# ---- block 1 ----
block_1/clk_routes.png
Scale bar: 50 um.
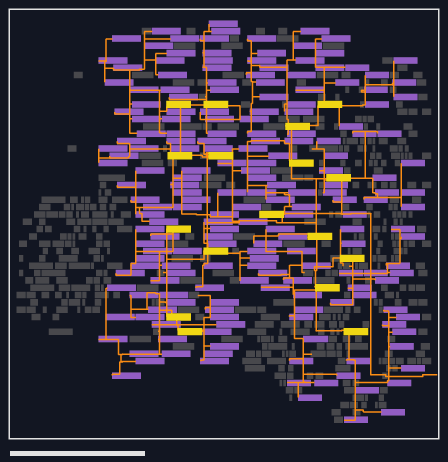

[src/rtl/vga_pixel_write_buffer.sv]
// Filters sprite pixels to the visible screen, queues them and writes them into the framebuffer; also runs a full-screen clear.
// Latency: pixel sampled into an empty queue is written one clock later; no backpressure, overflow pixels are dropped and counted.
module vga_pixel_write_buffer #(
  parameter int SCREEN_W   = 160,
  parameter int SCREEN_H   = 120,
  parameter int FIFO_DEPTH = 8,
  parameter int ADDR_W     = 15,
  parameter int COLOR_W    = 3
) (
  input  logic               clock_50,
  input  logic               resetn,
  input  logic               vga_plot,
  input  logic [7:0]         vga_x,
  input  logic [7:0]         vga_y,
  input  logic [COLOR_W-1:0] vga_color,
  input  logic               clear_req,
  input  logic [COLOR_W-1:0] clear_color,
  output logic               mem_we,
  output logic [ADDR_W-1:0]  mem_addr,
  output logic [COLOR_W-1:0] mem_data,
  output logic               clear_busy,
  output logic [7:0]         drop_count
);

  localparam int PTR_W = $clog2(FIFO_DEPTH) + 1;
  localparam logic [ADDR_W-1:0] LAST_ADDR = ADDR_W'(SCREEN_W * SCREEN_H - 1);

  typedef struct packed {
    logic [ADDR_W-1:0]  addr;
    logic [COLOR_W-1:0] color;
  } pix_t;

  typedef enum logic {IDLE, CLEAR} state_t;

  state_t             state_q, state_d;
  logic [PTR_W-1:0]   wr_ptr, rd_ptr;
  pix_t               fifo_mem [FIFO_DEPTH];
  pix_t               in_pix, head_pix;
  logic [ADDR_W-1:0]  sweep_q;
  logic [COLOR_W-1:0] clear_col_q;
  logic               on_screen, fifo_empty, fifo_full, pop, push, drop;

  assign on_screen = vga_plot && (int'(vga_x) < SCREEN_W) && (int'(vga_y) < SCREEN_H);

  assign in_pix.addr  = ADDR_W'(vga_y) * ADDR_W'(SCREEN_W) + ADDR_W'(vga_x);
  assign in_pix.color = vga_color;

  // Extra pointer MSB distinguishes full from empty when the indices match.
  assign fifo_empty = (wr_ptr == rd_ptr);
  assign fifo_full  = (wr_ptr[PTR_W-1] != rd_ptr[PTR_W-1]) &&
                      (wr_ptr[PTR_W-2:0] == rd_ptr[PTR_W-2:0]);

  assign pop      = (state_q == IDLE) && !fifo_empty;
  assign push     = on_screen && (!fifo_full || pop);
  assign drop     = on_screen && fifo_full && !pop;
  assign head_pix = fifo_mem[rd_ptr[PTR_W-2:0]];

  assign clear_busy = (state_q == CLEAR);

  always_comb begin
    state_d = state_q;
    case (state_q)
      IDLE:    if (clear_req) state_d = CLEAR;
      CLEAR:   if (sweep_q == LAST_ADDR) state_d = IDLE;
      default: state_d = IDLE;
    endcase
  end

  always_ff @(posedge clock_50 or negedge resetn) begin
    if (!resetn) state_q <= IDLE;
    else         state_q <= state_d;
  end

  always_ff @(posedge clock_50) begin
    if (push) fifo_mem[wr_ptr[PTR_W-2:0]] <= in_pix;
  end

  always_ff @(posedge clock_50 or negedge resetn) begin
    if (!resetn) begin
      wr_ptr      <= '0;
      rd_ptr      <= '0;
      sweep_q     <= '0;
      clear_col_q <= '0;
      mem_we      <= 1'b0;
      mem_addr    <= '0;
      mem_data    <= '0;
      drop_count  <= '0;
    end else begin
      if (push) wr_ptr <= wr_ptr + 1'b1;
      if (pop)  rd_ptr <= rd_ptr + 1'b1;

      if (state_q == IDLE && clear_req) begin
        sweep_q     <= '0;
        clear_col_q <= clear_color;
      end

      if (state_q == CLEAR) begin
        mem_we   <= 1'b1;
        mem_addr <= sweep_q;
        mem_data <= clear_col_q;
        sweep_q  <= sweep_q + 1'b1;
      end else if (pop) begin
        mem_we   <= 1'b1;
        mem_addr <= head_pix.addr;
        mem_data <= head_pix.color;
      end else begin
        mem_we   <= 1'b0;
      end

      if (drop && drop_count != 8'hFF) drop_count <= drop_count + 8'd1;
    end
  end

endmodule

[config.mk]
export PLATFORM = sky130hd
export DESIGN_NAME = vga_pixel_write_buffer
export DESIGN_NICKNAME = d
export VERILOG_FILES = /design/src/rtl/vga_pixel_write_buffer.sv
export SDC_FILE = /design/constraint.sdc
export NUM_CORES = 1
export LEC_CHECK = 0
export CORE_MARGIN = 2
export CORE_UTILIZATION = 35
export CTS_BUF_LIST = sky130_fd_sc_hd__clkbuf_8 sky130_fd_sc_hd__clkbuf_16
export CTS_CLUSTER_SIZE = 25
export DETAILED_ROUTE_END_ITERATION = 10
export GPL_ROUTABILITY_DRIVEN = 1
export PLACE_DENSITY = 0.55
export SETUP_SLACK_MARGIN = 0.1
export SKIP_LAST_GASP = 1
export SLEW_MARGIN = 20
export SYNTH_ARGS = -nofsm -noshare
export SYNTH_HDL_FRONTEND = slang
export SYNTH_SLANG_ARGS = --single-unit
export TNS_END_PERCENT = 20
[constraint.sdc]
create_clock -name clock_50 -period 2.95 [get_ports clock_50]
set_input_delay 0.885 -clock clock_50 [delete_from_list [all_inputs] [get_ports clock_50]]
set_output_delay 0.885 -clock clock_50 [all_outputs]
set_load 0.03 [all_outputs]
# ---- block 2 ----
===== config.mk =====
export PLATFORM = sky130hd
export DESIGN_NAME = vpu_lane_issue_ctrl_flat
export DESIGN_NICKNAME = d
export VERILOG_FILES = /design/src/rtl/vpu_lane_issue_ctrl_if.sv /design/src/rtl/vpu_lane_issue_ctrl.sv /design/src/flat_wrapper.sv
export SDC_FILE = /design/constraint.sdc
export NUM_CORES = 1
export LEC_CHECK = 0
export CORE_MARGIN = 5
export CORE_UTILIZATION = 40
export CTS_BUF_LIST = sky130_fd_sc_hd__clkbuf_8
export CTS_CLUSTER_DIAMETER = 60
export DETAILED_ROUTE_END_ITERATION = 10
export DONT_BUFFER_PORTS = 1
export GPL_ROUTABILITY_DRIVEN = 0
export SLEW_MARGIN = 40
export SYNTH_ARGS = -nofsm -noshare
export SYNTH_HDL_FRONTEND = slang
export SYNTH_SLANG_ARGS = --single-unit

===== constraint.sdc =====
create_clock -name clk -period 4.99 [get_ports clk]
set_input_delay 0.998 -clock clk [delete_from_list [all_inputs] [get_ports clk]]
set_output_delay 0.998 -clock clk [all_outputs]
set_load 0.01 [all_outputs]

===== src/rtl/vpu_lane_issue_ctrl_if.sv =====
// Request, FU-bank and result channels of the VPU lane issue controller.
// slave = controller side, master = decoder / FU bank / result consumer side.
interface vpu_lane_issue_ctrl_if #(
    parameter int NUM_FU          = 11,
    parameter int OPERAND_WIDTH   = 32,
    parameter int SRC_OPERAND_CNT = 3,
    parameter int DEPTH           = 8,
    parameter int TAG_W           = 4
);
    localparam int FU_SEL_W = $clog2(NUM_FU);
    localparam int CNT_W    = $clog2(DEPTH) + 1;

    logic                                            req_valid_i;
    logic                                            req_ready_o;
    logic [FU_SEL_W-1:0]                             req_fu_i;
    logic [TAG_W-1:0]                                req_tag_i;
    logic [SRC_OPERAND_CNT-1:0][OPERAND_WIDTH-1:0]   req_operand_i;
    logic [NUM_FU-1:0]                               fu_start_o;
    logic [SRC_OPERAND_CNT-1:0][OPERAND_WIDTH-1:0]   fu_operand_o;
    logic [NUM_FU-1:0]                               fu_done_i;
    logic [NUM_FU-1:0][OPERAND_WIDTH-1:0]            fu_dout_i;
    logic                                            res_valid_o;
    logic                                            res_ready_i;
    logic [OPERAND_WIDTH-1:0]                        res_data_o;
    logic [TAG_W-1:0]                                res_tag_o;
    logic                                            res_err_o;
    logic [CNT_W-1:0]                                inflight_o;
    logic                                            spurious_o;
    logic                                            idle_o;

    modport slave (
        input  req_valid_i, req_fu_i, req_tag_i, req_operand_i,
        input  fu_done_i, fu_dout_i, res_ready_i,
        output req_ready_o, fu_start_o, fu_operand_o,
        output res_valid_o, res_data_o, res_tag_o, res_err_o,
        output inflight_o, spurious_o, idle_o
    );

    modport master (
        output req_valid_i, req_fu_i, req_tag_i, req_operand_i,
        output fu_done_i, fu_dout_i, res_ready_i,
        input  req_ready_o, fu_start_o, fu_operand_o,
        input  res_valid_o, res_data_o, res_tag_o, res_err_o,
        input  inflight_o, spurious_o, idle_o
    );
endinterface


===== src/rtl/vpu_lane_issue_ctrl.sv =====
// Lane issue/retire controller: starts FUs, returns results in issue order; result at done+2 (illegal FU: accept+2).
// Stalls requests on full queue or busy target FU; result register holds while res_ready_i is low.
module vpu_lane_issue_ctrl #(
    parameter int NUM_FU          = 11,
    parameter int OPERAND_WIDTH   = 32,
    parameter int SRC_OPERAND_CNT = 3,
    parameter int DEPTH           = 8,
    parameter int TAG_W           = 4
) (
    input  logic                  clk,
    input  logic                  rst_n,
    vpu_lane_issue_ctrl_if.slave  io
);
    localparam int                FU_SEL_W = $clog2(NUM_FU);
    localparam int                PW       = $clog2(DEPTH);
    localparam logic [FU_SEL_W:0] NUM_FU_L = (FU_SEL_W + 1)'(NUM_FU);
    localparam logic [PW:0]       DEPTH_L  = (PW + 1)'(DEPTH);
    localparam logic [PW:0]       PTR_ONE  = (PW + 1)'(1);

    typedef struct packed {
        logic [FU_SEL_W-1:0] fu;
        logic [TAG_W-1:0]    tag;
        logic                ill;
    } q_ent_t;

    q_ent_t                   r_q [DEPTH];
    logic [PW:0]              r_wr_ptr;
    logic [PW:0]              r_rd_ptr;
    logic [NUM_FU-1:0]        r_busy;
    logic [NUM_FU-1:0]        r_hold_vld;
    logic [OPERAND_WIDTH-1:0] r_hold [NUM_FU];
    logic                     r_res_vld;
    logic [OPERAND_WIDTH-1:0] r_res_dat;
    logic [TAG_W-1:0]         r_res_tag;
    logic                     r_res_err;
    logic                     r_spurious;

    logic [PW:0]              w_count;
    logic                     w_req_ill;
    logic                     w_req_busy;
    logic                     w_req_rdy;
    logic                     w_accept;
    logic                     w_head_cmp;
    logic                     w_retire;
    logic [NUM_FU-1:0]        w_head_oh;
    logic [NUM_FU-1:0]        w_start;
    logic [OPERAND_WIDTH-1:0] w_head_dat;
    q_ent_t                   w_head;
    q_ent_t                   w_push;

    assign w_count   = r_wr_ptr - r_rd_ptr;
    assign w_req_ill = ({1'b0, io.req_fu_i} >= NUM_FU_L);
    assign w_head    = r_q[r_rd_ptr[PW-1:0]];
    assign w_push    = '{fu: io.req_fu_i, tag: io.req_tag_i, ill: w_req_ill};

    // Out-of-range FU indices never match the loop, so they read as not busy.
    always_comb begin
        w_req_busy = 1'b0;
        w_head_cmp = w_head.ill;
        w_head_dat = '0;
        w_head_oh  = '0;
        w_start    = '0;
        for (int f = 0; f < NUM_FU; f++) begin
            if (io.req_fu_i == FU_SEL_W'(f)) begin
                w_req_busy = r_busy[f];
            end
            if (!w_head.ill && (w_head.fu == FU_SEL_W'(f))) begin
                w_head_cmp   = r_hold_vld[f];
                w_head_dat   = r_hold[f];
                w_head_oh[f] = 1'b1;
            end
            w_start[f] = w_accept && !w_req_ill && (io.req_fu_i == FU_SEL_W'(f));
        end
        if (w_count == '0) begin
            w_head_cmp = 1'b0;
        end
    end

    assign w_req_rdy = (w_count < DEPTH_L) && (w_req_ill || !w_req_busy);
    assign w_accept  = io.req_valid_i && w_req_rdy;
    assign w_retire  = w_head_cmp && (!r_res_vld || io.res_ready_i);

    always_ff @(posedge clk or negedge rst_n) begin
        if (!rst_n) begin
            for (int i = 0; i < DEPTH; i++) begin
                r_q[i] <= '0;
            end
            for (int f = 0; f < NUM_FU; f++) begin
                r_hold[f] <= '0;
            end
            r_wr_ptr   <= '0;
            r_rd_ptr   <= '0;
            r_busy     <= '0;
            r_hold_vld <= '0;
            r_res_vld  <= 1'b0;
            r_res_dat  <= '0;
            r_res_tag  <= '0;
            r_res_err  <= 1'b0;
            r_spurious <= 1'b0;
        end else begin
            if (w_accept) begin
                r_q[r_wr_ptr[PW-1:0]] <= w_push;
                r_wr_ptr              <= r_wr_ptr + PTR_ONE;
            end
            if (w_retire) begin
                r_rd_ptr <= r_rd_ptr + PTR_ONE;
            end
            // A retiring FU always has hold_vld set, so capture and clear never collide.
            for (int f = 0; f < NUM_FU; f++) begin
                if (w_start[f]) begin
                    r_busy[f] <= 1'b1;
                end else if (w_retire && w_head_oh[f]) begin
                    r_busy[f] <= 1'b0;
                end
                if (io.fu_done_i[f] && r_busy[f] && !r_hold_vld[f]) begin
                    r_hold_vld[f] <= 1'b1;
                    r_hold[f]     <= io.fu_dout_i[f];
                end else if (w_retire && w_head_oh[f]) begin
                    r_hold_vld[f] <= 1'b0;
                end
                if (io.fu_done_i[f] && !(r_busy[f] && !r_hold_vld[f])) begin
                    r_spurious <= 1'b1;
                end
            end
            if (w_retire) begin
                r_res_vld <= 1'b1;
                r_res_dat <= w_head.ill ? '0 : w_head_dat;
                r_res_tag <= w_head.tag;
                r_res_err <= w_head.ill;
            end else if (r_res_vld && io.res_ready_i) begin
                r_res_vld <= 1'b0;
            end
        end
    end

    assign io.req_ready_o  = w_req_rdy;
    assign io.fu_start_o   = w_start;
    assign io.fu_operand_o = io.req_operand_i;
    assign io.res_valid_o  = r_res_vld;
    assign io.res_data_o   = r_res_dat;
    assign io.res_tag_o    = r_res_tag;
    assign io.res_err_o    = r_res_err;
    assign io.inflight_o   = w_count;
    assign io.spurious_o   = r_spurious;
    assign io.idle_o       = (w_count == '0) && !r_res_vld;
endmodule


===== src/flat_wrapper.sv =====
// flat-port wrapper written by rule: the top's interface ports become plain ports
module vpu_lane_issue_ctrl_flat 
#(
    parameter int NUM_FU          = 11,
    parameter int OPERAND_WIDTH   = 32,
    parameter int SRC_OPERAND_CNT = 3,
    parameter int DEPTH           = 8,
    parameter int TAG_W           = 4
)
  (clk, rst_n, io_req_valid_i, io_req_fu_i, io_req_tag_i, io_req_operand_i, io_fu_done_i, io_fu_dout_i, io_res_ready_i, io_req_ready_o, io_fu_start_o, io_fu_operand_o, io_res_valid_o, io_res_data_o, io_res_tag_o, io_res_err_o, io_inflight_o, io_spurious_o, io_idle_o);
  vpu_lane_issue_ctrl_if #(.NUM_FU(NUM_FU), .OPERAND_WIDTH(OPERAND_WIDTH), .SRC_OPERAND_CNT(SRC_OPERAND_CNT), .DEPTH(DEPTH), .TAG_W(TAG_W)) io_i ();
  input  logic clk;
  input  logic rst_n;
  input wire logic [$bits(io_i.req_valid_i)-1:0] io_req_valid_i;
  input wire logic [$bits(io_i.req_fu_i)-1:0] io_req_fu_i;
  input wire logic [$bits(io_i.req_tag_i)-1:0] io_req_tag_i;
  input wire logic [$bits(io_i.req_operand_i)-1:0] io_req_operand_i;
  input wire logic [$bits(io_i.fu_done_i)-1:0] io_fu_done_i;
  input wire logic [$bits(io_i.fu_dout_i)-1:0] io_fu_dout_i;
  input wire logic [$bits(io_i.res_ready_i)-1:0] io_res_ready_i;
  output wire logic [$bits(io_i.req_ready_o)-1:0] io_req_ready_o;
  output wire logic [$bits(io_i.fu_start_o)-1:0] io_fu_start_o;
  output wire logic [$bits(io_i.fu_operand_o)-1:0] io_fu_operand_o;
  output wire logic [$bits(io_i.res_valid_o)-1:0] io_res_valid_o;
  output wire logic [$bits(io_i.res_data_o)-1:0] io_res_data_o;
  output wire logic [$bits(io_i.res_tag_o)-1:0] io_res_tag_o;
  output wire logic [$bits(io_i.res_err_o)-1:0] io_res_err_o;
  output wire logic [$bits(io_i.inflight_o)-1:0] io_inflight_o;
  output wire logic [$bits(io_i.spurious_o)-1:0] io_spurious_o;
  output wire logic [$bits(io_i.idle_o)-1:0] io_idle_o;
  assign io_i.req_valid_i = io_req_valid_i;
  assign io_i.req_fu_i = io_req_fu_i;
  assign io_i.req_tag_i = io_req_tag_i;
  assign io_i.req_operand_i = io_req_operand_i;
  assign io_i.fu_done_i = io_fu_done_i;
  assign io_i.fu_dout_i = io_fu_dout_i;
  assign io_i.res_ready_i = io_res_ready_i;
  assign io_req_ready_o = io_i.req_ready_o;
  assign io_fu_start_o = io_i.fu_start_o;
  assign io_fu_operand_o = io_i.fu_operand_o;
  assign io_res_valid_o = io_i.res_valid_o;
  assign io_res_data_o = io_i.res_data_o;
  assign io_res_tag_o = io_i.res_tag_o;
  assign io_res_err_o = io_i.res_err_o;
  assign io_inflight_o = io_i.inflight_o;
  assign io_spurious_o = io_i.spurious_o;
  assign io_idle_o = io_i.idle_o;
  vpu_lane_issue_ctrl #(.NUM_FU(NUM_FU), .OPERAND_WIDTH(OPERAND_WIDTH), .SRC_OPERAND_CNT(SRC_OPERAND_CNT), .DEPTH(DEPTH), .TAG_W(TAG_W)) u_core (.clk(clk), .rst_n(rst_n), .io(io_i));
endmodule

block_1/wires.png
Only two layers are drawn.
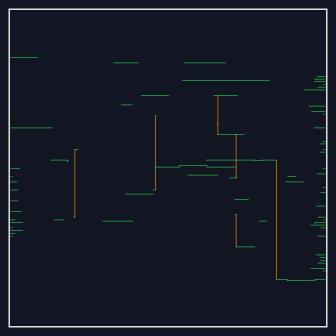
[metal 4] orange | wire length: 189 um
[metal 3] green | wire length: 510 um

About block_1/clk_routes.png:
[clock drivers] yellow | count: 17
[flip-flops] purple | count: 198
[clock wires] orange | length: 2120 um
routed clock nets: 18

==> out/results.tsv, block 1 <==
metric	value	unit
Core Region	23500	um2
Starting DRT DRC Count	452	
Final Hold Fails	0	
Max Freq	363	MHz
crit path time final	2.75	ns
ao+oa area frac	4.80	%
Rows	56	
Init Core Util	35.7	%
Routed WL per cell	18.2	um
net switching power	0.00209	W
Synth area leader	edfxtp_1	
most numerous logic cell after layout	edfxtp_1	
Finished Layout Cells	940	
Comb pwr share	20.1	%
Chip Area, Yosys	8390	um2
Die Span Y	159	um
Vias/cell	4.96	
clk buf depth	2	
top power group	sequential cells	
outcome	complete, no violations	
block_2/placement.png
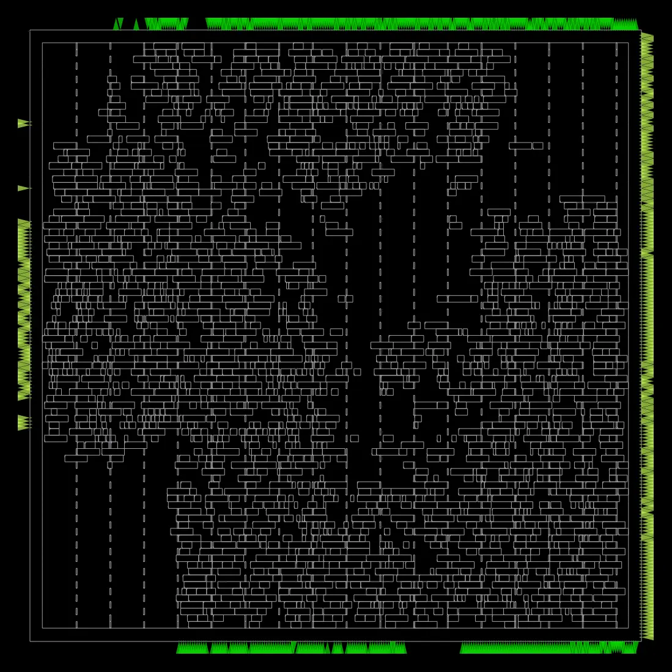
Util after Layout: 44.4%
Finished Layout Cells: 2665
registers: 493
num tapcells: 765
Layout fillers: 5264

block_2/wires.png
Only two layers are drawn.
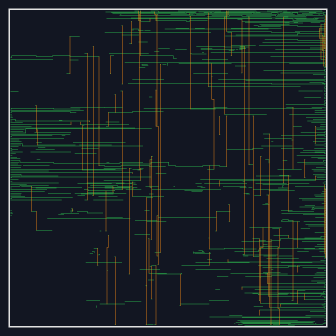
[metal 3] green | wire length: 10400 um
[metal 4] orange | wire length: 3850 um

==> out/results.tsv, block 2 <==
metric	value	unit
post-synthesis cell area	23000	um2
Synth Area in Adders	0.358	%
Post-Synthesis Net Count	2322	
Worst Path Max Fanout	7	
Residual DRC	0	
most numerous logic cell after layout	dfrtp_1	
clock latency (worst-skew pair)	0.68	ns
Total Wirelength	93600	um
Largest cell class	sequential cells	
outcome	complete, no violations	
clock buffers	110	
#MultiIn Comb	1117	
Setup CP Type	reg -> out	
Layout non-clock buf frac	2.79	%
ratio of cells with drive above 1 in the final layout	37.0	%
DRT antenna net count	0	
yosys warns	0	
clk tree area frac	7.30	%

# ---- block 3 ----
block_3/placement.png
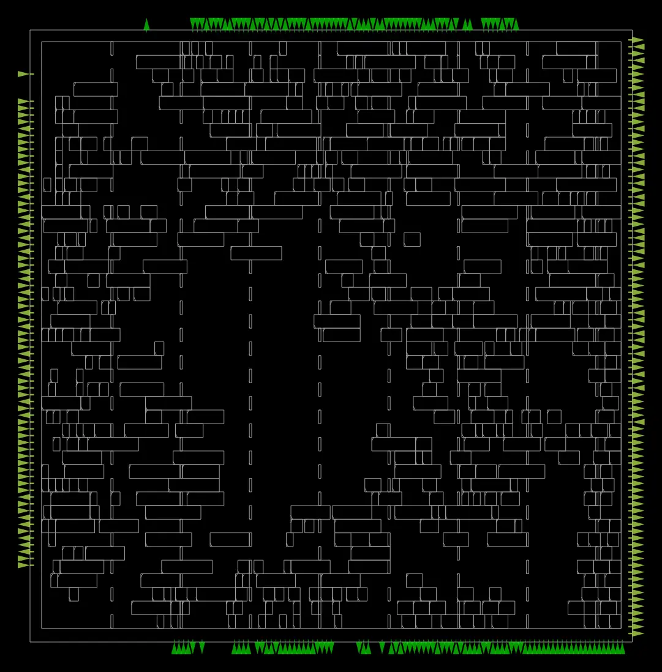

**src/rtl/sram_bus_arbiter.sv**
```systemverilog
// Two-requester (IF / MEM) arbiter onto one SRAM-like master bus, one transaction in flight.
// Latches and kseg-translates the granted request, then steers the slave response back to its owner.
module sram_bus_arbiter #(
  parameter int STARVE_LIMIT = 4,
  parameter int CNT_W        = 3
) (
  input  logic        clk,
  input  logic        resetn,
  input  logic        inst_req,
  input  logic        inst_wr,
  input  logic [1:0]  inst_size,
  input  logic [31:0] inst_addr,
  input  logic [31:0] inst_wdata,
  output logic        inst_addr_ok,
  output logic        inst_data_ok,
  output logic [31:0] inst_rdata,
  input  logic        data_req,
  input  logic        data_wr,
  input  logic [1:0]  data_size,
  input  logic [31:0] data_addr,
  input  logic [31:0] data_wdata,
  output logic        data_addr_ok,
  output logic        data_data_ok,
  output logic [31:0] data_rdata,
  output logic        m_req,
  output logic        m_wr,
  output logic [1:0]  m_size,
  output logic [31:0] m_addr,
  output logic [31:0] m_wdata,
  output logic        m_uncached,
  input  logic        m_addr_ok,
  input  logic        m_data_ok,
  input  logic [31:0] m_rdata
);

  typedef enum logic [1:0] {S_IDLE, S_REQ, S_RESP} state_t;

  state_t             r_state;
  logic               r_owner_mem;
  logic               r_wr;
  logic [1:0]         r_size;
  logic [31:0]        r_paddr;
  logic [31:0]        r_wdata;
  logic               r_uncached;
  logic [CNT_W-1:0]   r_starve_cnt;

  logic               w_idle;
  logic               w_starved;
  logic               w_grant_mem;
  logic               w_grant_if;
  logic               w_resp_ok;
  logic               w_gnt_wr;
  logic [1:0]         w_gnt_size;
  logic [31:0]        w_gnt_vaddr;
  logic [31:0]        w_gnt_wdata;

  function automatic logic [31:0] kseg_xlate(input logic [31:0] va);
    if (va[31:30] == 2'b10) return {3'b000, va[28:0]};
    return va;
  endfunction

  // IF overrides MEM only once it has lost STARVE_LIMIT arbitrations in a row
  assign w_idle      = resetn && (r_state == S_IDLE);
  assign w_starved   = inst_req && (r_starve_cnt >= CNT_W'(STARVE_LIMIT));
  assign w_grant_mem = w_idle && data_req && !w_starved;
  assign w_grant_if  = w_idle && inst_req && !w_grant_mem;

  assign w_gnt_wr    = w_grant_mem ? data_wr    : inst_wr;
  assign w_gnt_size  = w_grant_mem ? data_size  : inst_size;
  assign w_gnt_vaddr = w_grant_mem ? data_addr  : inst_addr;
  assign w_gnt_wdata = w_grant_mem ? data_wdata : inst_wdata;

  assign inst_addr_ok = w_grant_if;
  assign data_addr_ok = w_grant_mem;

  assign w_resp_ok    = resetn && (r_state == S_RESP) && m_data_ok;
  assign inst_data_ok = w_resp_ok && !r_owner_mem;
  assign data_data_ok = w_resp_ok &&  r_owner_mem;
  assign inst_rdata   = inst_data_ok ? m_rdata : 32'h0;
  assign data_rdata   = data_data_ok ? m_rdata : 32'h0;

  assign m_req      = (r_state == S_REQ);
  assign m_wr       = r_wr;
  assign m_size     = r_size;
  assign m_addr     = r_paddr;
  assign m_wdata    = r_wdata;
  assign m_uncached = r_uncached;

  always_ff @(posedge clk) begin
    if (!resetn) begin
      r_state      <= S_IDLE;
      r_owner_mem  <= 1'b0;
      r_wr         <= 1'b0;
      r_size       <= 2'b00;
      r_paddr      <= 32'h0;
      r_wdata      <= 32'h0;
      r_uncached   <= 1'b0;
      r_starve_cnt <= '0;
    end else begin
      case (r_state)
        S_IDLE: begin
          if (w_grant_mem || w_grant_if) begin
            r_state     <= S_REQ;
            r_owner_mem <= w_grant_mem;
            r_wr        <= w_gnt_wr;
            r_size      <= w_gnt_size;
            r_paddr     <= kseg_xlate(w_gnt_vaddr);
            r_wdata     <= w_gnt_wdata;
            r_uncached  <= (w_gnt_vaddr[31:29] == 3'b101);
          end
          if (w_grant_mem && inst_req) begin
            if (r_starve_cnt != {CNT_W{1'b1}}) r_starve_cnt <= r_starve_cnt + 1'b1;
          end else if (w_grant_if || !inst_req) begin
            r_starve_cnt <= '0;
          end
        end
        S_REQ: begin
          if (m_addr_ok) r_state <= S_RESP;
        end
        S_RESP: begin
          if (m_data_ok) r_state <= S_IDLE;
        end
        default: r_state <= S_IDLE;
      endcase
    end
  end

endmodule

```
**config.mk**
```make
export PLATFORM = sky130hd
export DESIGN_NAME = sram_bus_arbiter
export DESIGN_NICKNAME = d
export VERILOG_FILES = /design/src/rtl/sram_bus_arbiter.sv
export SDC_FILE = /design/constraint.sdc
export NUM_CORES = 1
export LEC_CHECK = 0
export CAP_MARGIN = 15
export CORE_AREA = 2 2 118 120
export DETAILED_ROUTE_END_ITERATION = 16
export DIE_AREA = 0 0 120 122
export DONT_BUFFER_PORTS = 1
export PLACE_DENSITY_LB_ADDON = 0.12
export SETUP_SLACK_MARGIN = 0.5
export SYNTH_ARGS = -nofsm -noshare
export SYNTH_HDL_FRONTEND = slang
export SYNTH_SLANG_ARGS = --single-unit
```
**constraint.sdc**
```tcl
create_clock -name clk -period 1.45 [get_ports clk]
set_input_delay 0.29 -clock clk [delete_from_list [all_inputs] [get_ports clk]]
set_output_delay 0.29 -clock clk [all_outputs]
set_load 0.01 [all_outputs]
```
# ---- block 4 ----
## src/rtl/riscv_pkg.sv

```systemverilog
// Shared RISC-V execute-stage definitions: branch condition encodings,
// instruction alignment mask and the redirect sequencer state type.
package riscv_pkg;

    localparam logic [2:0] B_BEQ  = 3'b000;
    localparam logic [2:0] B_BNE  = 3'b001;
    localparam logic [2:0] B_BLT  = 3'b100;
    localparam logic [2:0] B_BGE  = 3'b101;
    localparam logic [2:0] B_BLTU = 3'b110;
    localparam logic [2:0] B_BGEU = 3'b111;

    // Targets must be 4-byte aligned; bit 0 is already cleared for JALR.
    localparam logic [31:0] INSN_ALIGN_MASK = 32'h0000_0002;

    typedef enum logic [1:0] {
        IDLE,
        REQ,
        DRAIN
    } redir_state_t;

endpackage

```

## src/rtl/branch_control.sv

```systemverilog
// Conditional branch resolution for B-type instructions.
module branch_control
    import riscv_pkg::*;
(
    input  logic [31:0] opr_a,
    input  logic [31:0] opr_b,
    input  logic        is_b_type,
    input  logic [2:0]  funct3,
    output logic        branch_taken
);

    always_comb begin
        branch_taken = 1'b0;
        if (is_b_type) begin
            case (funct3)
                B_BEQ:   branch_taken = (opr_a == opr_b);
                B_BNE:   branch_taken = (opr_a != opr_b);
                B_BLT:   branch_taken = ($signed(opr_a) <  $signed(opr_b));
                B_BGE:   branch_taken = ($signed(opr_a) >= $signed(opr_b));
                B_BLTU:  branch_taken = (opr_a <  opr_b);
                B_BGEU:  branch_taken = (opr_a >= opr_b);
                default: branch_taken = 1'b0;
            endcase
        end
    end

endmodule

```

## src/rtl/branch_redirect_ctrl.sv

```systemverilog
// Execute-stage control-flow sequencer: resolves branches/jumps, issues a
// redirect to fetch over valid/ready, squashes wrong-path work, keeps stats.
module branch_redirect_ctrl
    import riscv_pkg::*;
#(
    parameter int unsigned FLUSH_CYCLES = 2
) (
    input  logic        clk,
    input  logic        rst_n,
    input  logic        ex_valid,
    input  logic        ex_is_b_type,
    input  logic        ex_is_jal,
    input  logic        ex_is_jalr,
    input  logic [2:0]  ex_funct3,
    input  logic [31:0] ex_pc,
    input  logic [31:0] ex_imm,
    input  logic [31:0] ex_rs1,
    input  logic [31:0] ex_rs2,
    output logic        redir_valid,
    output logic [31:0] redir_pc,
    input  logic        redir_ready,
    output logic        squash,
    output logic        misalign,
    output logic [31:0] misalign_addr,
    output logic [31:0] br_count,
    output logic [31:0] br_taken_count
);

    localparam logic [3:0] FLUSH_LOAD = 4'(FLUSH_CYCLES - 1);

    redir_state_t state_q, state_d;
    logic [3:0]   flush_cnt_q, flush_cnt_d;
    logic         branch_taken;
    logic         need;
    logic         target_misaligned;
    logic [31:0]  target;

    branch_control u_branch_control (
        .opr_a        (ex_rs1),
        .opr_b        (ex_rs2),
        .is_b_type    (ex_is_b_type),
        .funct3       (ex_funct3),
        .branch_taken (branch_taken)
    );

    assign squash            = (state_q != IDLE);
    assign target            = ex_is_jalr ? ((ex_rs1 + ex_imm) & ~32'h1) : (ex_pc + ex_imm);
    assign target_misaligned = |(target & INSN_ALIGN_MASK);
    assign need              = ex_valid & ~squash & (ex_is_jal | ex_is_jalr | branch_taken);

    always_comb begin
        state_d     = state_q;
        flush_cnt_d = flush_cnt_q;
        case (state_q)
            IDLE: begin
                if (need && !target_misaligned) state_d = REQ;
            end
            REQ: begin
                if (redir_ready) begin
                    state_d     = DRAIN;
                    flush_cnt_d = FLUSH_LOAD;
                end
            end
            DRAIN: begin
                if (flush_cnt_q == '0) state_d = IDLE;
                else                   flush_cnt_d = flush_cnt_q - 4'd1;
            end
            default: state_d = IDLE;
        endcase
    end

    // redir_valid is registered from the next state so fetch never sees a
    // combinational path from redir_ready.
    always_ff @(posedge clk or negedge rst_n) begin
        if (!rst_n) begin
            state_q        <= IDLE;
            flush_cnt_q    <= '0;
            redir_valid    <= 1'b0;
            redir_pc       <= '0;
            misalign       <= 1'b0;
            misalign_addr  <= '0;
            br_count       <= '0;
            br_taken_count <= '0;
        end else begin
            state_q     <= state_d;
            flush_cnt_q <= flush_cnt_d;
            redir_valid <= (state_d == REQ);
            misalign    <= need & target_misaligned;
            if (need && !target_misaligned) redir_pc      <= target;
            if (need && target_misaligned)  misalign_addr <= target;
            if ((state_q == IDLE) && ex_valid && ex_is_b_type) begin
                br_count <= br_count + 32'd1;
                if (branch_taken) br_taken_count <= br_taken_count + 32'd1;
            end
        end
    end

endmodule
```

## config.mk

```make
export PLATFORM = sky130hd
export DESIGN_NAME = branch_redirect_ctrl
export DESIGN_NICKNAME = d
export VERILOG_FILES = /design/src/rtl/riscv_pkg.sv /design/src/rtl/branch_control.sv /design/src/rtl/branch_redirect_ctrl.sv
export SDC_FILE = /design/constraint.sdc
export NUM_CORES = 1
export LEC_CHECK = 0
export ABC_CLOCK_PERIOD_IN_PS = 6100
export CAP_MARGIN = 25
export CELL_PAD_IN_SITES_DETAIL_PLACEMENT = 2
export CELL_PAD_IN_SITES_GLOBAL_PLACEMENT = 2
export CORE_MARGIN = 5
export CORE_UTILIZATION = 32
export CTS_CLUSTER_SIZE = 16
export DETAILED_ROUTE_END_ITERATION = 8
export HOLD_SLACK_MARGIN = 0.1
export PLACE_DENSITY_LB_ADDON = 0.1
export SLEW_MARGIN = 20
export SYNTH_ARGS = -nofsm -noshare
export SYNTH_HDL_FRONTEND = slang
export SYNTH_SLANG_ARGS = --single-unit
```

## constraint.sdc

```tcl
create_clock -name clk -period 6.1 [get_ports clk]
set_input_delay 1.83 -clock clk [delete_from_list [all_inputs] [get_ports clk]]
set_output_delay 1.83 -clock clk [all_outputs]
set_load 0.05 [all_outputs]
```

# ---- block 5 ----
`config.mk`:
```
export PLATFORM = sky130hd
export DESIGN_NAME = mult_share_sched_flat
export DESIGN_NICKNAME = d
export VERILOG_FILES = /design/src/rtl/mult_share_sched_if.sv /design/src/rtl/mult_share_sched.sv /design/src/flat_wrapper.sv
export SDC_FILE = /design/constraint.sdc
export NUM_CORES = 1
export LEC_CHECK = 0
export ABC_AREA = 1
export CAP_MARGIN = 25
export CELL_PAD_IN_SITES_DETAIL_PLACEMENT = 1
export CELL_PAD_IN_SITES_GLOBAL_PLACEMENT = 2
export CORE_MARGIN = 2
export CORE_UTILIZATION = 24
export CTS_CLUSTER_DIAMETER = 50
export DETAILED_ROUTE_END_ITERATION = 6
export GPL_TIMING_DRIVEN = 0
export PLACE_DENSITY_LB_ADDON = 0.1
export SLEW_MARGIN = 20
export SYNTH_ARGS = -nofsm -noshare
export SYNTH_HDL_FRONTEND = slang
export SYNTH_SLANG_ARGS = --single-unit
```
`constraint.sdc`:
```
create_clock -name clk -period 2.6 [get_ports clk]
set_input_delay 0.65 -clock clk [delete_from_list [all_inputs] [get_ports clk]]
set_output_delay 0.65 -clock clk [all_outputs]
set_load 0.03 [all_outputs]
```
`src/rtl/mult_share_sched_if.sv`:
```
`default_nettype none
// ============================================================================
//  Module      : mult_share_sched_if
//  Description : Operand request, multiplier and result bus bundle for
//                mult_share_sched. The slave modport is the scheduler view;
//                the master modport is the surrounding system view
//                (requesters, multiplier instance and result consumer).
//  Revision    : 1.0 - initial release
// ============================================================================
interface mult_share_sched_if;
    logic [1:0] req_valid;
    logic [1:0] req_ready;
    logic [7:0] req0_op;
    logic [7:0] req1_op;
    logic [3:0] mul_m;
    logic [3:0] mul_q;
    logic [7:0] mul_p;
    logic       res_valid;
    logic       res_ready;
    logic [7:0] res_p;
    logic       res_id;
    logic       busy;

    modport slave (
        input  req_valid, req0_op, req1_op, mul_p, res_ready,
        output req_ready, mul_m, mul_q, res_valid, res_p, res_id, busy
    );

    modport master (
        output req_valid, req0_op, req1_op, mul_p, res_ready,
        input  req_ready, mul_m, mul_q, res_valid, res_p, res_id, busy
    );
endinterface
`default_nettype wire

```
`src/rtl/mult_share_sched.sv`:
```
`default_nettype none
// ============================================================================
//  Module      : mult_share_sched
//  Description : Round-robin scheduler sharing one combinational 4x4 array
//                multiplier between two requesters. The winning operands are
//                registered onto the multiplier inputs, the product is
//                captured MULT_WAIT cycles later and returned with the
//                requester id over a valid/ready result port.
//  Revision    : 1.0 - initial release
// ============================================================================
module mult_share_sched #(
    parameter int unsigned MULT_WAIT = 1,     // legal range 1..7
    parameter bit          FIRST_PRI = 1'b0
) (
    input  wire               clk,
    input  wire               rst,
    mult_share_sched_if.slave bus
);

    typedef enum logic [1:0] {
        ST_IDLE    = 2'd0,
        ST_COMPUTE = 2'd1,
        ST_HOLD    = 2'd2
    } state_t;

    localparam logic [2:0] c_WAIT_LOAD = 3'(MULT_WAIT);

    state_t     r_state_q,     w_state_d;
    logic       r_ptr_q,       w_ptr_d;
    logic [2:0] r_cnt_q,       w_cnt_d;
    logic       r_id_q,        w_id_d;
    logic [3:0] r_mul_m_q,     w_mul_m_d;
    logic [3:0] r_mul_q_q,     w_mul_q_d;
    logic [7:0] r_res_p_q,     w_res_p_d;
    logic       r_res_id_q,    w_res_id_d;
    logic       r_res_valid_q, w_res_valid_d;

    logic [1:0] w_gnt;
    logic [7:0] w_gnt_op;

    // Grant selection: only in IDLE and out of reset; a lone requester wins,
    // a tie goes to the round-robin pointer. Result is one-hot or zero.
    always_comb begin
        w_gnt = 2'b00;
        if (!rst && (r_state_q == ST_IDLE)) begin
            case (bus.req_valid)
                2'b01:   w_gnt = 2'b01;
                2'b10:   w_gnt = 2'b10;
                2'b11:   w_gnt = r_ptr_q ? 2'b10 : 2'b01;
                default: w_gnt = 2'b00;
            endcase
        end
    end

    assign w_gnt_op = w_gnt[1] ? bus.req1_op : bus.req0_op;

    // Next-state logic: accept in IDLE, count down in COMPUTE, hold the
    // result until the consumer takes it.
    always_comb begin
        w_state_d     = r_state_q;
        w_ptr_d       = r_ptr_q;
        w_cnt_d       = r_cnt_q;
        w_id_d        = r_id_q;
        w_mul_m_d     = r_mul_m_q;
        w_mul_q_d     = r_mul_q_q;
        w_res_p_d     = r_res_p_q;
        w_res_id_d    = r_res_id_q;
        w_res_valid_d = r_res_valid_q;
        case (r_state_q)
            ST_IDLE: begin
                if (|w_gnt) begin
                    w_mul_m_d = w_gnt_op[7:4];
                    w_mul_q_d = w_gnt_op[3:0];
                    w_id_d    = w_gnt[1];
                    w_ptr_d   = ~w_gnt[1];
                    w_cnt_d   = c_WAIT_LOAD;
                    w_state_d = ST_COMPUTE;
                end
            end
            ST_COMPUTE: begin
                w_cnt_d = r_cnt_q - 3'd1;
                if (r_cnt_q == 3'd1) begin
                    w_res_p_d     = bus.mul_p;
                    w_res_id_d    = r_id_q;
                    w_res_valid_d = 1'b1;
                    w_state_d     = ST_HOLD;
                end
            end
            ST_HOLD: begin
                if (bus.res_ready) begin
                    w_res_valid_d = 1'b0;
                    w_state_d     = ST_IDLE;
                end
            end
            default: begin
                w_state_d = ST_IDLE;
            end
        endcase
    end

    // State and datapath registers; reset discards any in-flight operation.
    always_ff @(posedge clk or posedge rst) begin
        if (rst) begin
            r_state_q     <= ST_IDLE;
            r_ptr_q       <= FIRST_PRI;
            r_cnt_q       <= 3'd0;
            r_id_q        <= 1'b0;
            r_mul_m_q     <= 4'd0;
            r_mul_q_q     <= 4'd0;
            r_res_p_q     <= 8'd0;
            r_res_id_q    <= 1'b0;
            r_res_valid_q <= 1'b0;
        end else begin
            r_state_q     <= w_state_d;
            r_ptr_q       <= w_ptr_d;
            r_cnt_q       <= w_cnt_d;
            r_id_q        <= w_id_d;
            r_mul_m_q     <= w_mul_m_d;
            r_mul_q_q     <= w_mul_q_d;
            r_res_p_q     <= w_res_p_d;
            r_res_id_q    <= w_res_id_d;
            r_res_valid_q <= w_res_valid_d;
        end
    end

    assign bus.req_ready = w_gnt;
    assign bus.mul_m     = r_mul_m_q;
    assign bus.mul_q     = r_mul_q_q;
    assign bus.res_valid = r_res_valid_q;
    assign bus.res_p     = r_res_p_q;
    assign bus.res_id    = r_res_id_q;
    assign bus.busy      = (r_state_q != ST_IDLE);

endmodule
`default_nettype wire

```
`src/flat_wrapper.sv`:
```
// flat-port wrapper written by rule: the top's interface ports become plain ports
module mult_share_sched_flat 
#(
    parameter int unsigned MULT_WAIT = 1,                        
    parameter bit          FIRST_PRI = 1'b0
)
  (clk, rst, bus_req_valid, bus_req0_op, bus_req1_op, bus_mul_p, bus_res_ready, bus_req_ready, bus_mul_m, bus_mul_q, bus_res_valid, bus_res_p, bus_res_id, bus_busy);
  mult_share_sched_if bus_i ();
  input  wire clk;
  input  wire rst;
  input wire logic [$bits(bus_i.req_valid)-1:0] bus_req_valid;
  input wire logic [$bits(bus_i.req0_op)-1:0] bus_req0_op;
  input wire logic [$bits(bus_i.req1_op)-1:0] bus_req1_op;
  input wire logic [$bits(bus_i.mul_p)-1:0] bus_mul_p;
  input wire logic [$bits(bus_i.res_ready)-1:0] bus_res_ready;
  output wire logic [$bits(bus_i.req_ready)-1:0] bus_req_ready;
  output wire logic [$bits(bus_i.mul_m)-1:0] bus_mul_m;
  output wire logic [$bits(bus_i.mul_q)-1:0] bus_mul_q;
  output wire logic [$bits(bus_i.res_valid)-1:0] bus_res_valid;
  output wire logic [$bits(bus_i.res_p)-1:0] bus_res_p;
  output wire logic [$bits(bus_i.res_id)-1:0] bus_res_id;
  output wire logic [$bits(bus_i.busy)-1:0] bus_busy;
  assign bus_i.req_valid = bus_req_valid;
  assign bus_i.req0_op = bus_req0_op;
  assign bus_i.req1_op = bus_req1_op;
  assign bus_i.mul_p = bus_mul_p;
  assign bus_i.res_ready = bus_res_ready;
  assign bus_req_ready = bus_i.req_ready;
  assign bus_mul_m = bus_i.mul_m;
  assign bus_mul_q = bus_i.mul_q;
  assign bus_res_valid = bus_i.res_valid;
  assign bus_res_p = bus_i.res_p;
  assign bus_res_id = bus_i.res_id;
  assign bus_busy = bus_i.busy;
  mult_share_sched #(.MULT_WAIT(MULT_WAIT), .FIRST_PRI(FIRST_PRI)) u_core (.clk(clk), .rst(rst), .bus(bus_i));
endmodule
```
# ---- block 6 ----
===== src/rtl/circuit_out_ser.sv =====
// Serialises W-bit result frames into OW-bit ready/valid beats, least-significant beat first.
// A shift register plus one pending frame keeps the output stream free of bubbles.
module circuit_out_ser #(
  parameter int W  = 96,
  parameter int OW = 32,
  parameter int CW = 16
) (
  input  logic          clk,
  input  logic          rst,
  input  logic          in_valid,
  output logic          in_ready,
  input  logic [W-1:0]  in_data,
  output logic          out_valid,
  input  logic          out_ready,
  output logic [OW-1:0] out_data,
  output logic          out_last,
  output logic [CW-1:0] frames_out,
  output logic          busy
);

  localparam int NW = W / OW;
  localparam int BW = (NW > 1) ? $clog2(NW) : 1;
  localparam logic [BW-1:0] LAST_BEAT = BW'(NW - 1);

  typedef enum logic {
    IDLE,
    SHIFT
  } state_t;

  state_t        state;
  logic [W-1:0]  sr;
  logic [W-1:0]  pr;
  logic          pr_full;
  logic [BW-1:0] beat;
  logic          in_hs;
  logic          out_hs;
  logic          last_hs;

  // in_ready depends only on registered state, and is held low while in reset
  assign in_ready   = rst & ~pr_full;
  assign out_valid  = (state == SHIFT);
  assign out_data   = sr[OW-1:0];
  assign out_last   = out_valid & (beat == LAST_BEAT);
  assign busy       = out_valid | pr_full;

  assign in_hs   = in_valid & in_ready;
  assign out_hs  = out_valid & out_ready;
  assign last_hs = out_hs & out_last;

  always_ff @(posedge clk or negedge rst) begin
    if (!rst) begin
      state      <= IDLE;
      sr         <= '0;
      pr         <= '0;
      pr_full    <= 1'b0;
      beat       <= '0;
      frames_out <= '0;
    end else begin
      case (state)
        IDLE: begin
          if (in_hs) begin
            sr    <= in_data;
            beat  <= '0;
            state <= SHIFT;
          end
        end
        SHIFT: begin
          if (out_hs && !out_last) begin
            sr   <= sr >> OW;
            beat <= beat + BW'(1);
          end else if (last_hs) begin
            frames_out <= frames_out + CW'(1);
            beat       <= '0;
            // pending frame wins; otherwise a frame arriving on this edge bypasses PR
            if (pr_full) begin
              sr      <= pr;
              pr_full <= 1'b0;
            end else if (in_hs) begin
              sr <= in_data;
            end else begin
              state <= IDLE;
            end
          end
          if (in_hs && !last_hs) begin
            pr      <= in_data;
            pr_full <= 1'b1;
          end
        end
        default: state <= IDLE;
      endcase
    end
  end

endmodule


===== config.mk =====
export PLATFORM = sky130hd
export DESIGN_NAME = circuit_out_ser
export DESIGN_NICKNAME = d
export VERILOG_FILES = /design/src/rtl/circuit_out_ser.sv
export SDC_FILE = /design/constraint.sdc
export NUM_CORES = 1
export LEC_CHECK = 0
export CORE_MARGIN = 8
export CORE_UTILIZATION = 45
export DETAILED_ROUTE_END_ITERATION = 16
export PLACE_DENSITY = 0.74
export SLEW_MARGIN = 20
export SYNTH_ARGS = -nofsm -noshare
export SYNTH_HDL_FRONTEND = slang
export SYNTH_SLANG_ARGS = --single-unit

===== constraint.sdc =====
create_clock -name clk -period 2.15 [get_ports clk]
set_input_delay 0.645 -clock clk [delete_from_list [all_inputs] [get_ports clk]]
set_output_delay 0.645 -clock clk [all_outputs]
set_load 0.02 [all_outputs]


==> screenshots <==
Wiring by layer.
Only two layers are drawn.
Plate I
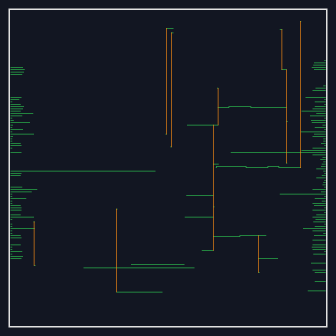
Plate II
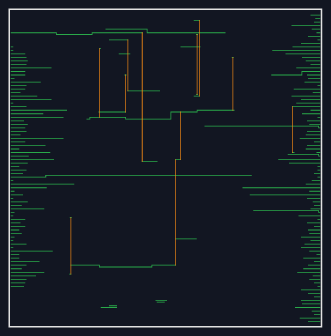
Plate III
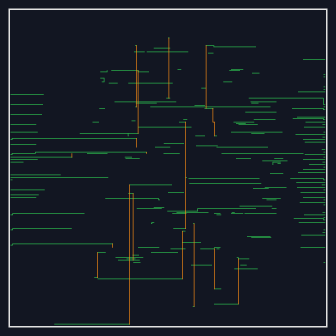
Plate IV
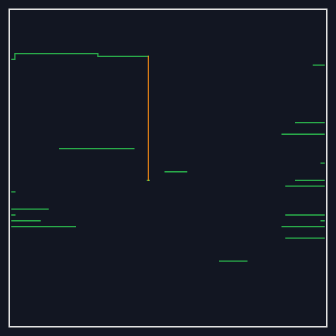
Of these, most wire: Plate I
- Plate III = block 6
- Plate II = block 3
- Plate I = block 4
- Plate IV = block 5

block_5/placement.png
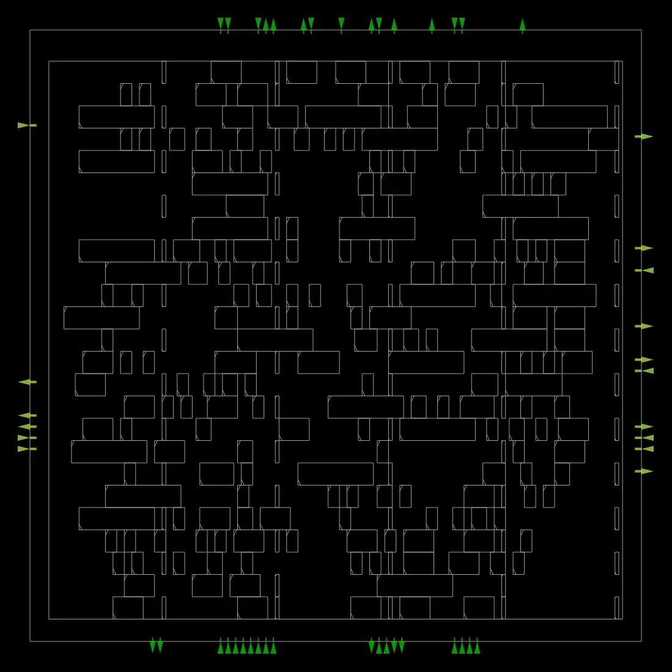
Finished Layout Cells: 268
flop share of the area: 34.0%
Util after Layout: 38.7%

==> out/results.tsv, block 5 <==
metric	value	unit
crit path time final	2.49	ns
Max Freq	401	MHz
#MultiIn Comb	103	
outcome	complete, no violations	
Hold Path Depth	1	
Post-Synthesis Net Count	177	
Int Pwr	0.00117	W
Signal inverters	14	
placed cell count	262	
RSZ-0062 raised after global routing	no	
Hold Buf Count CTS	0	
post-cts gate resize count	8	
registers	25	
headroom to the max-slew limit	71.8	%
top post-synthesis cells by area	dfrtp_1 52%, nand2_1 21%, nand3_1 7.5%	
global-route wire length before repair	5780	um
logic area	482	um2
Layout non-clock buf frac	29.8	%
block_4/placement_by_type.png
Scale bar: 50 um.
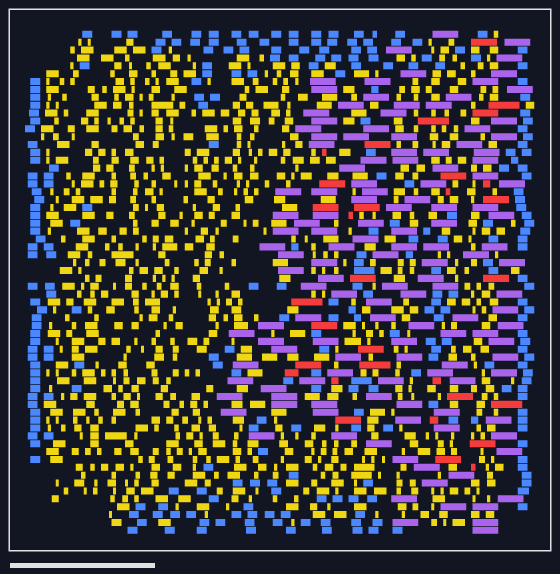
[remaining buffers and delay cells] blue | cells: 278
[combinational and other logic] yellow | cells: 897
[sequential cells] purple | cells: 136
[clock drivers and dummy loads] red | cells: 31
flop share of the area: 24.7%
Util after Layout: 44.8%
Core Region: 30700 um2
design area: 13800 um2
Rows: 64

==> out/results.tsv, block 4 <==
metric	value	unit
outcome	complete, no violations	
Critical Path Max Stage Delay	0.48	ns
element type at the critical path end	flip-flop	
M2 GR Usage	37.1	%
worst IR drop on VDD	235	uV
switch share	43.7	%
GRT Total Usage	20.8	%
Seq share, synth	34.1	%
part of the power in registers	27.5	%
number of I/O pins	269	
Hold Buf Count CTS	0	
antenna diode count	0	
post-synthesis cell area	9980	um2
Place WS	0.408	ns
reg2reg start	state_q[0]	
Final Max Tran Viols	0	
net switching power	0.00218	W
ao+oa area frac	17.6	%
num tapcells	396	
Top non-seq family	AND-OR/OR-AND gates	
top power group	combinational logic	
clock buffers	18	
Clk network pwr share	22.5	%
crit path DAT	5.50	ns
placed cell count	1707	
Layout fillers	3296	
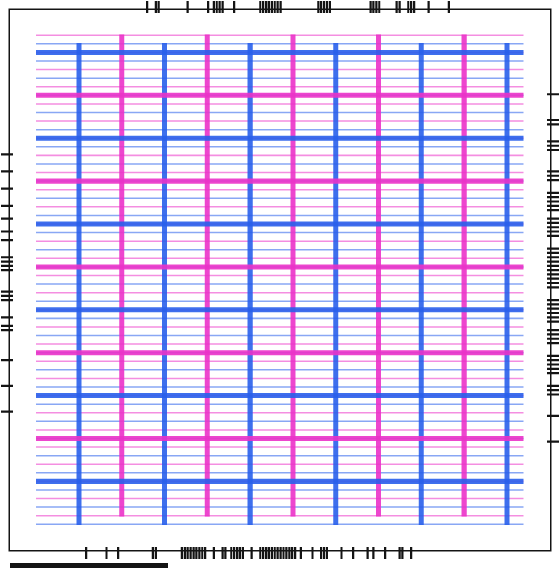
block_6/power_grid.png
Scale bar: 50 um. Pins as bars on the die edge.
[VDD] magenta
[VSS] blue
signal pins: 152
met5 straps: 11
met4 straps: 11
rows: 57
met1 rails: 58
Core Region: 24000 um2
worst IR drop on VDD: 584 uV
DIE WIDTH: 171 um

block_6/clk_routes.png
Scale bar: 50 um.
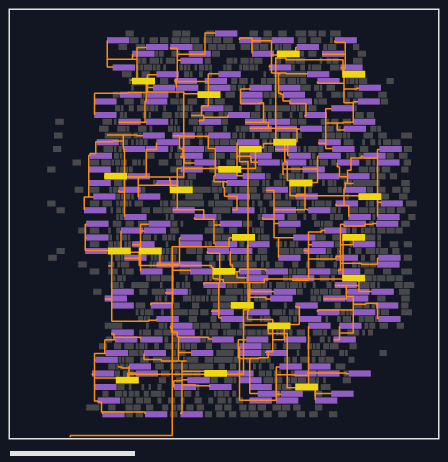
[clock drivers] yellow | count: 22
[clock wires] orange | length: 2710 um
[flip-flops] purple | count: 212
routed clock nets: 23

==> out/results.tsv, block 6 <==
metric	value	unit
outcome	complete, no violations	
global-route wire length before repair	46100	um
DIE AREA	29300	um2
Placement Cell Area	12600	um2
Layout fillers	1998	
Comb/total area	33.7	%
top_reg_cell synth	dfrtp_1	
net switching power	0.00575	W
clock latency (worst-skew pair)	0.50	ns
headroom to the max-slew limit	40.8	%
slack of the worst reg-to-reg path	0.17	ns
registers	212	
Util after Layout	56.3	%
area grow syn2layout	24.4	%
Hold Buf Count CTS	0	
slowest CP cell	dfrtp_4	
GRT Max-Usage Layer	met2	
Levels on crit path	2	
Final Max Tran Viols	0	
most common cell in the netlist	dfrtp_1	
clock buffers	32	
M2 GR Usage	30.3	%
EDFF count, synth	0	
LEAKAGE	6.28	nW
Residual DRC	0	
DP HPWL	18600	um
Init Core Util	45.2	%
Distinct cells, synth	35	
most numerous logic cell after layout	dfrtp_1	
fin crit share	97.4	%
block_3/power_grid.png
Scale bar: 20 um. Pins as bars on the die edge.
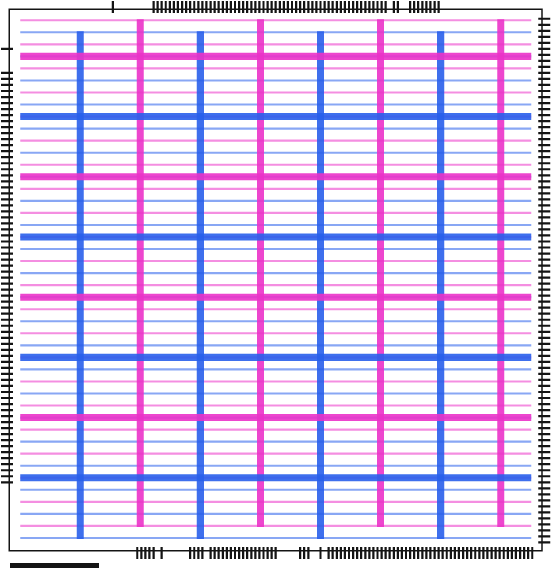
[VDD] magenta
[VSS] blue
met5 straps: 8
signal pins: 309
met1 rails: 44
met4 straps: 8
rows: 43

Notes on block_3/placement.png above:
num tapcells: 180
Util after Layout: 43.8%
Finished Layout Cells: 715
registers: 74
Layout fillers: 1317

==> out/results.tsv, block 3 <==
metric	value	unit
Seq share, synth	40.6	%
clock skew	0.00937	ns
setup TNS	-33.88	ns
ao+oa area frac	22.3	%
Avg Inst Size Synth	7.41	um2
Top cell by count, worst path	buf_6	
post-route setup slack	-0.295	ns
Init Core Util	27.0	%
CP required	1.71	ns
failing checks	setup timing	
DRT antenna net count	0	
outcome	complete, but fails checks	
number of I/O pins	309	
final setup fails	137	
ratio of cells with drive above 1 in the final layout	48.2	%
pwr/cell area	1070	nW/um2
area grow syn2layout	62.0	%
met2 routed WL	7690	um
worst IR drop on VDD	491	uV


## Gallery

Placed standard cells.
(a)
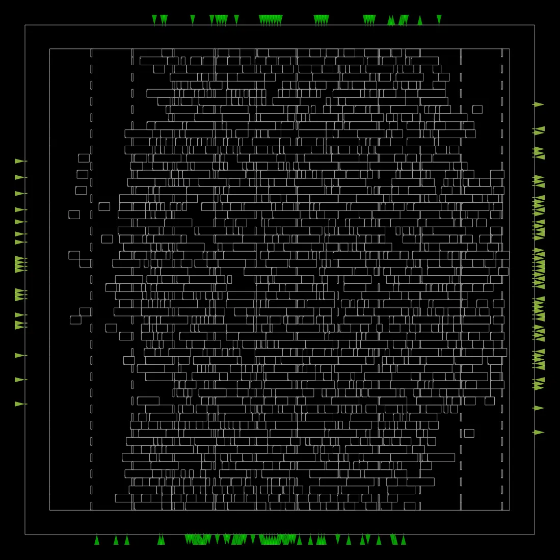
(b)
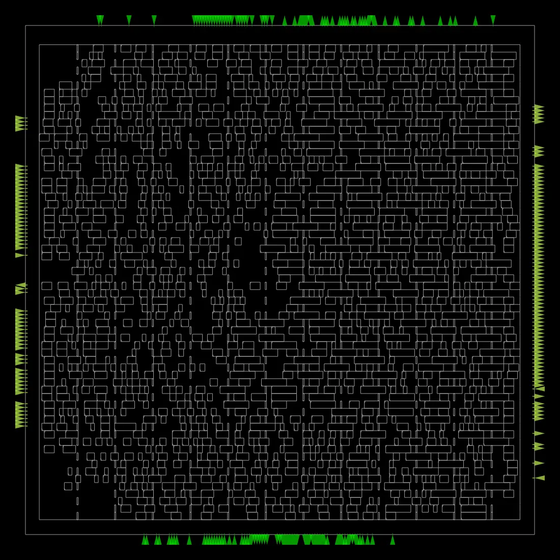
(c)
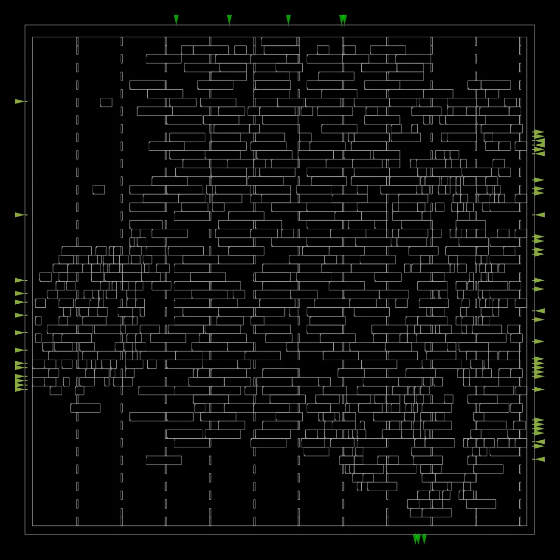
- fewest sequential cells: (b)
- most cells: (b)
(c) -> block 1
(b) -> block 4
(a) -> block 6


## Gallery

Routed clock nets over the placement.
image #1
Scale bar: 20 um.
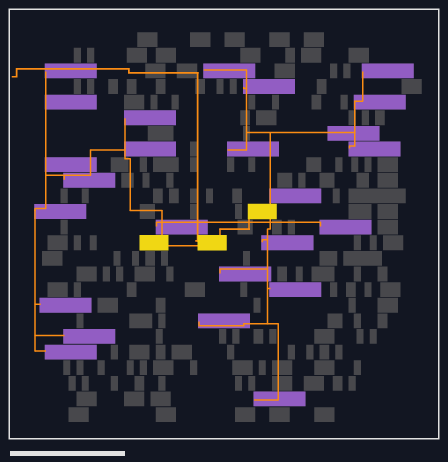
image #2
Scale bar: 50 um.
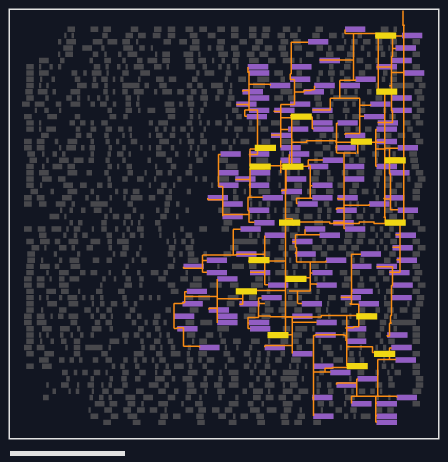
image #3
Scale bar: 100 um.
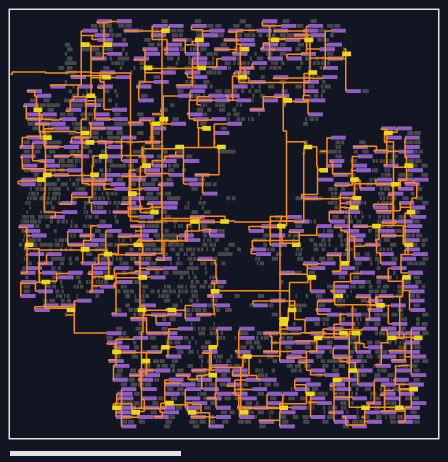
image #4
Scale bar: 20 um.
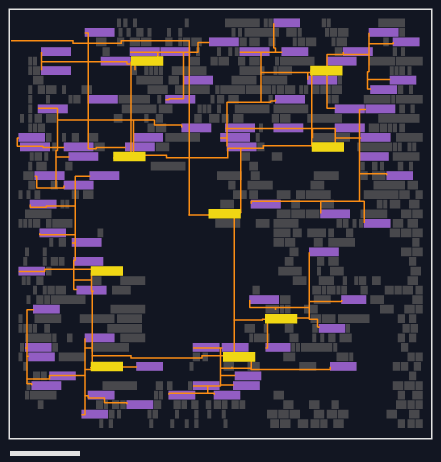
| from | picture |
|---|---|
| block 2 | image #3 |
| block 5 | image #1 |
| block 4 | image #2 |
| block 3 | image #4 |

Key to image #3:
[flip-flops] purple | count: 493
[clock drivers] yellow | count: 88
[clock wires] orange | length: 7160 um
routed clock nets: 89
flops lie: all over the die

Power and IR drop assume default switching activity.
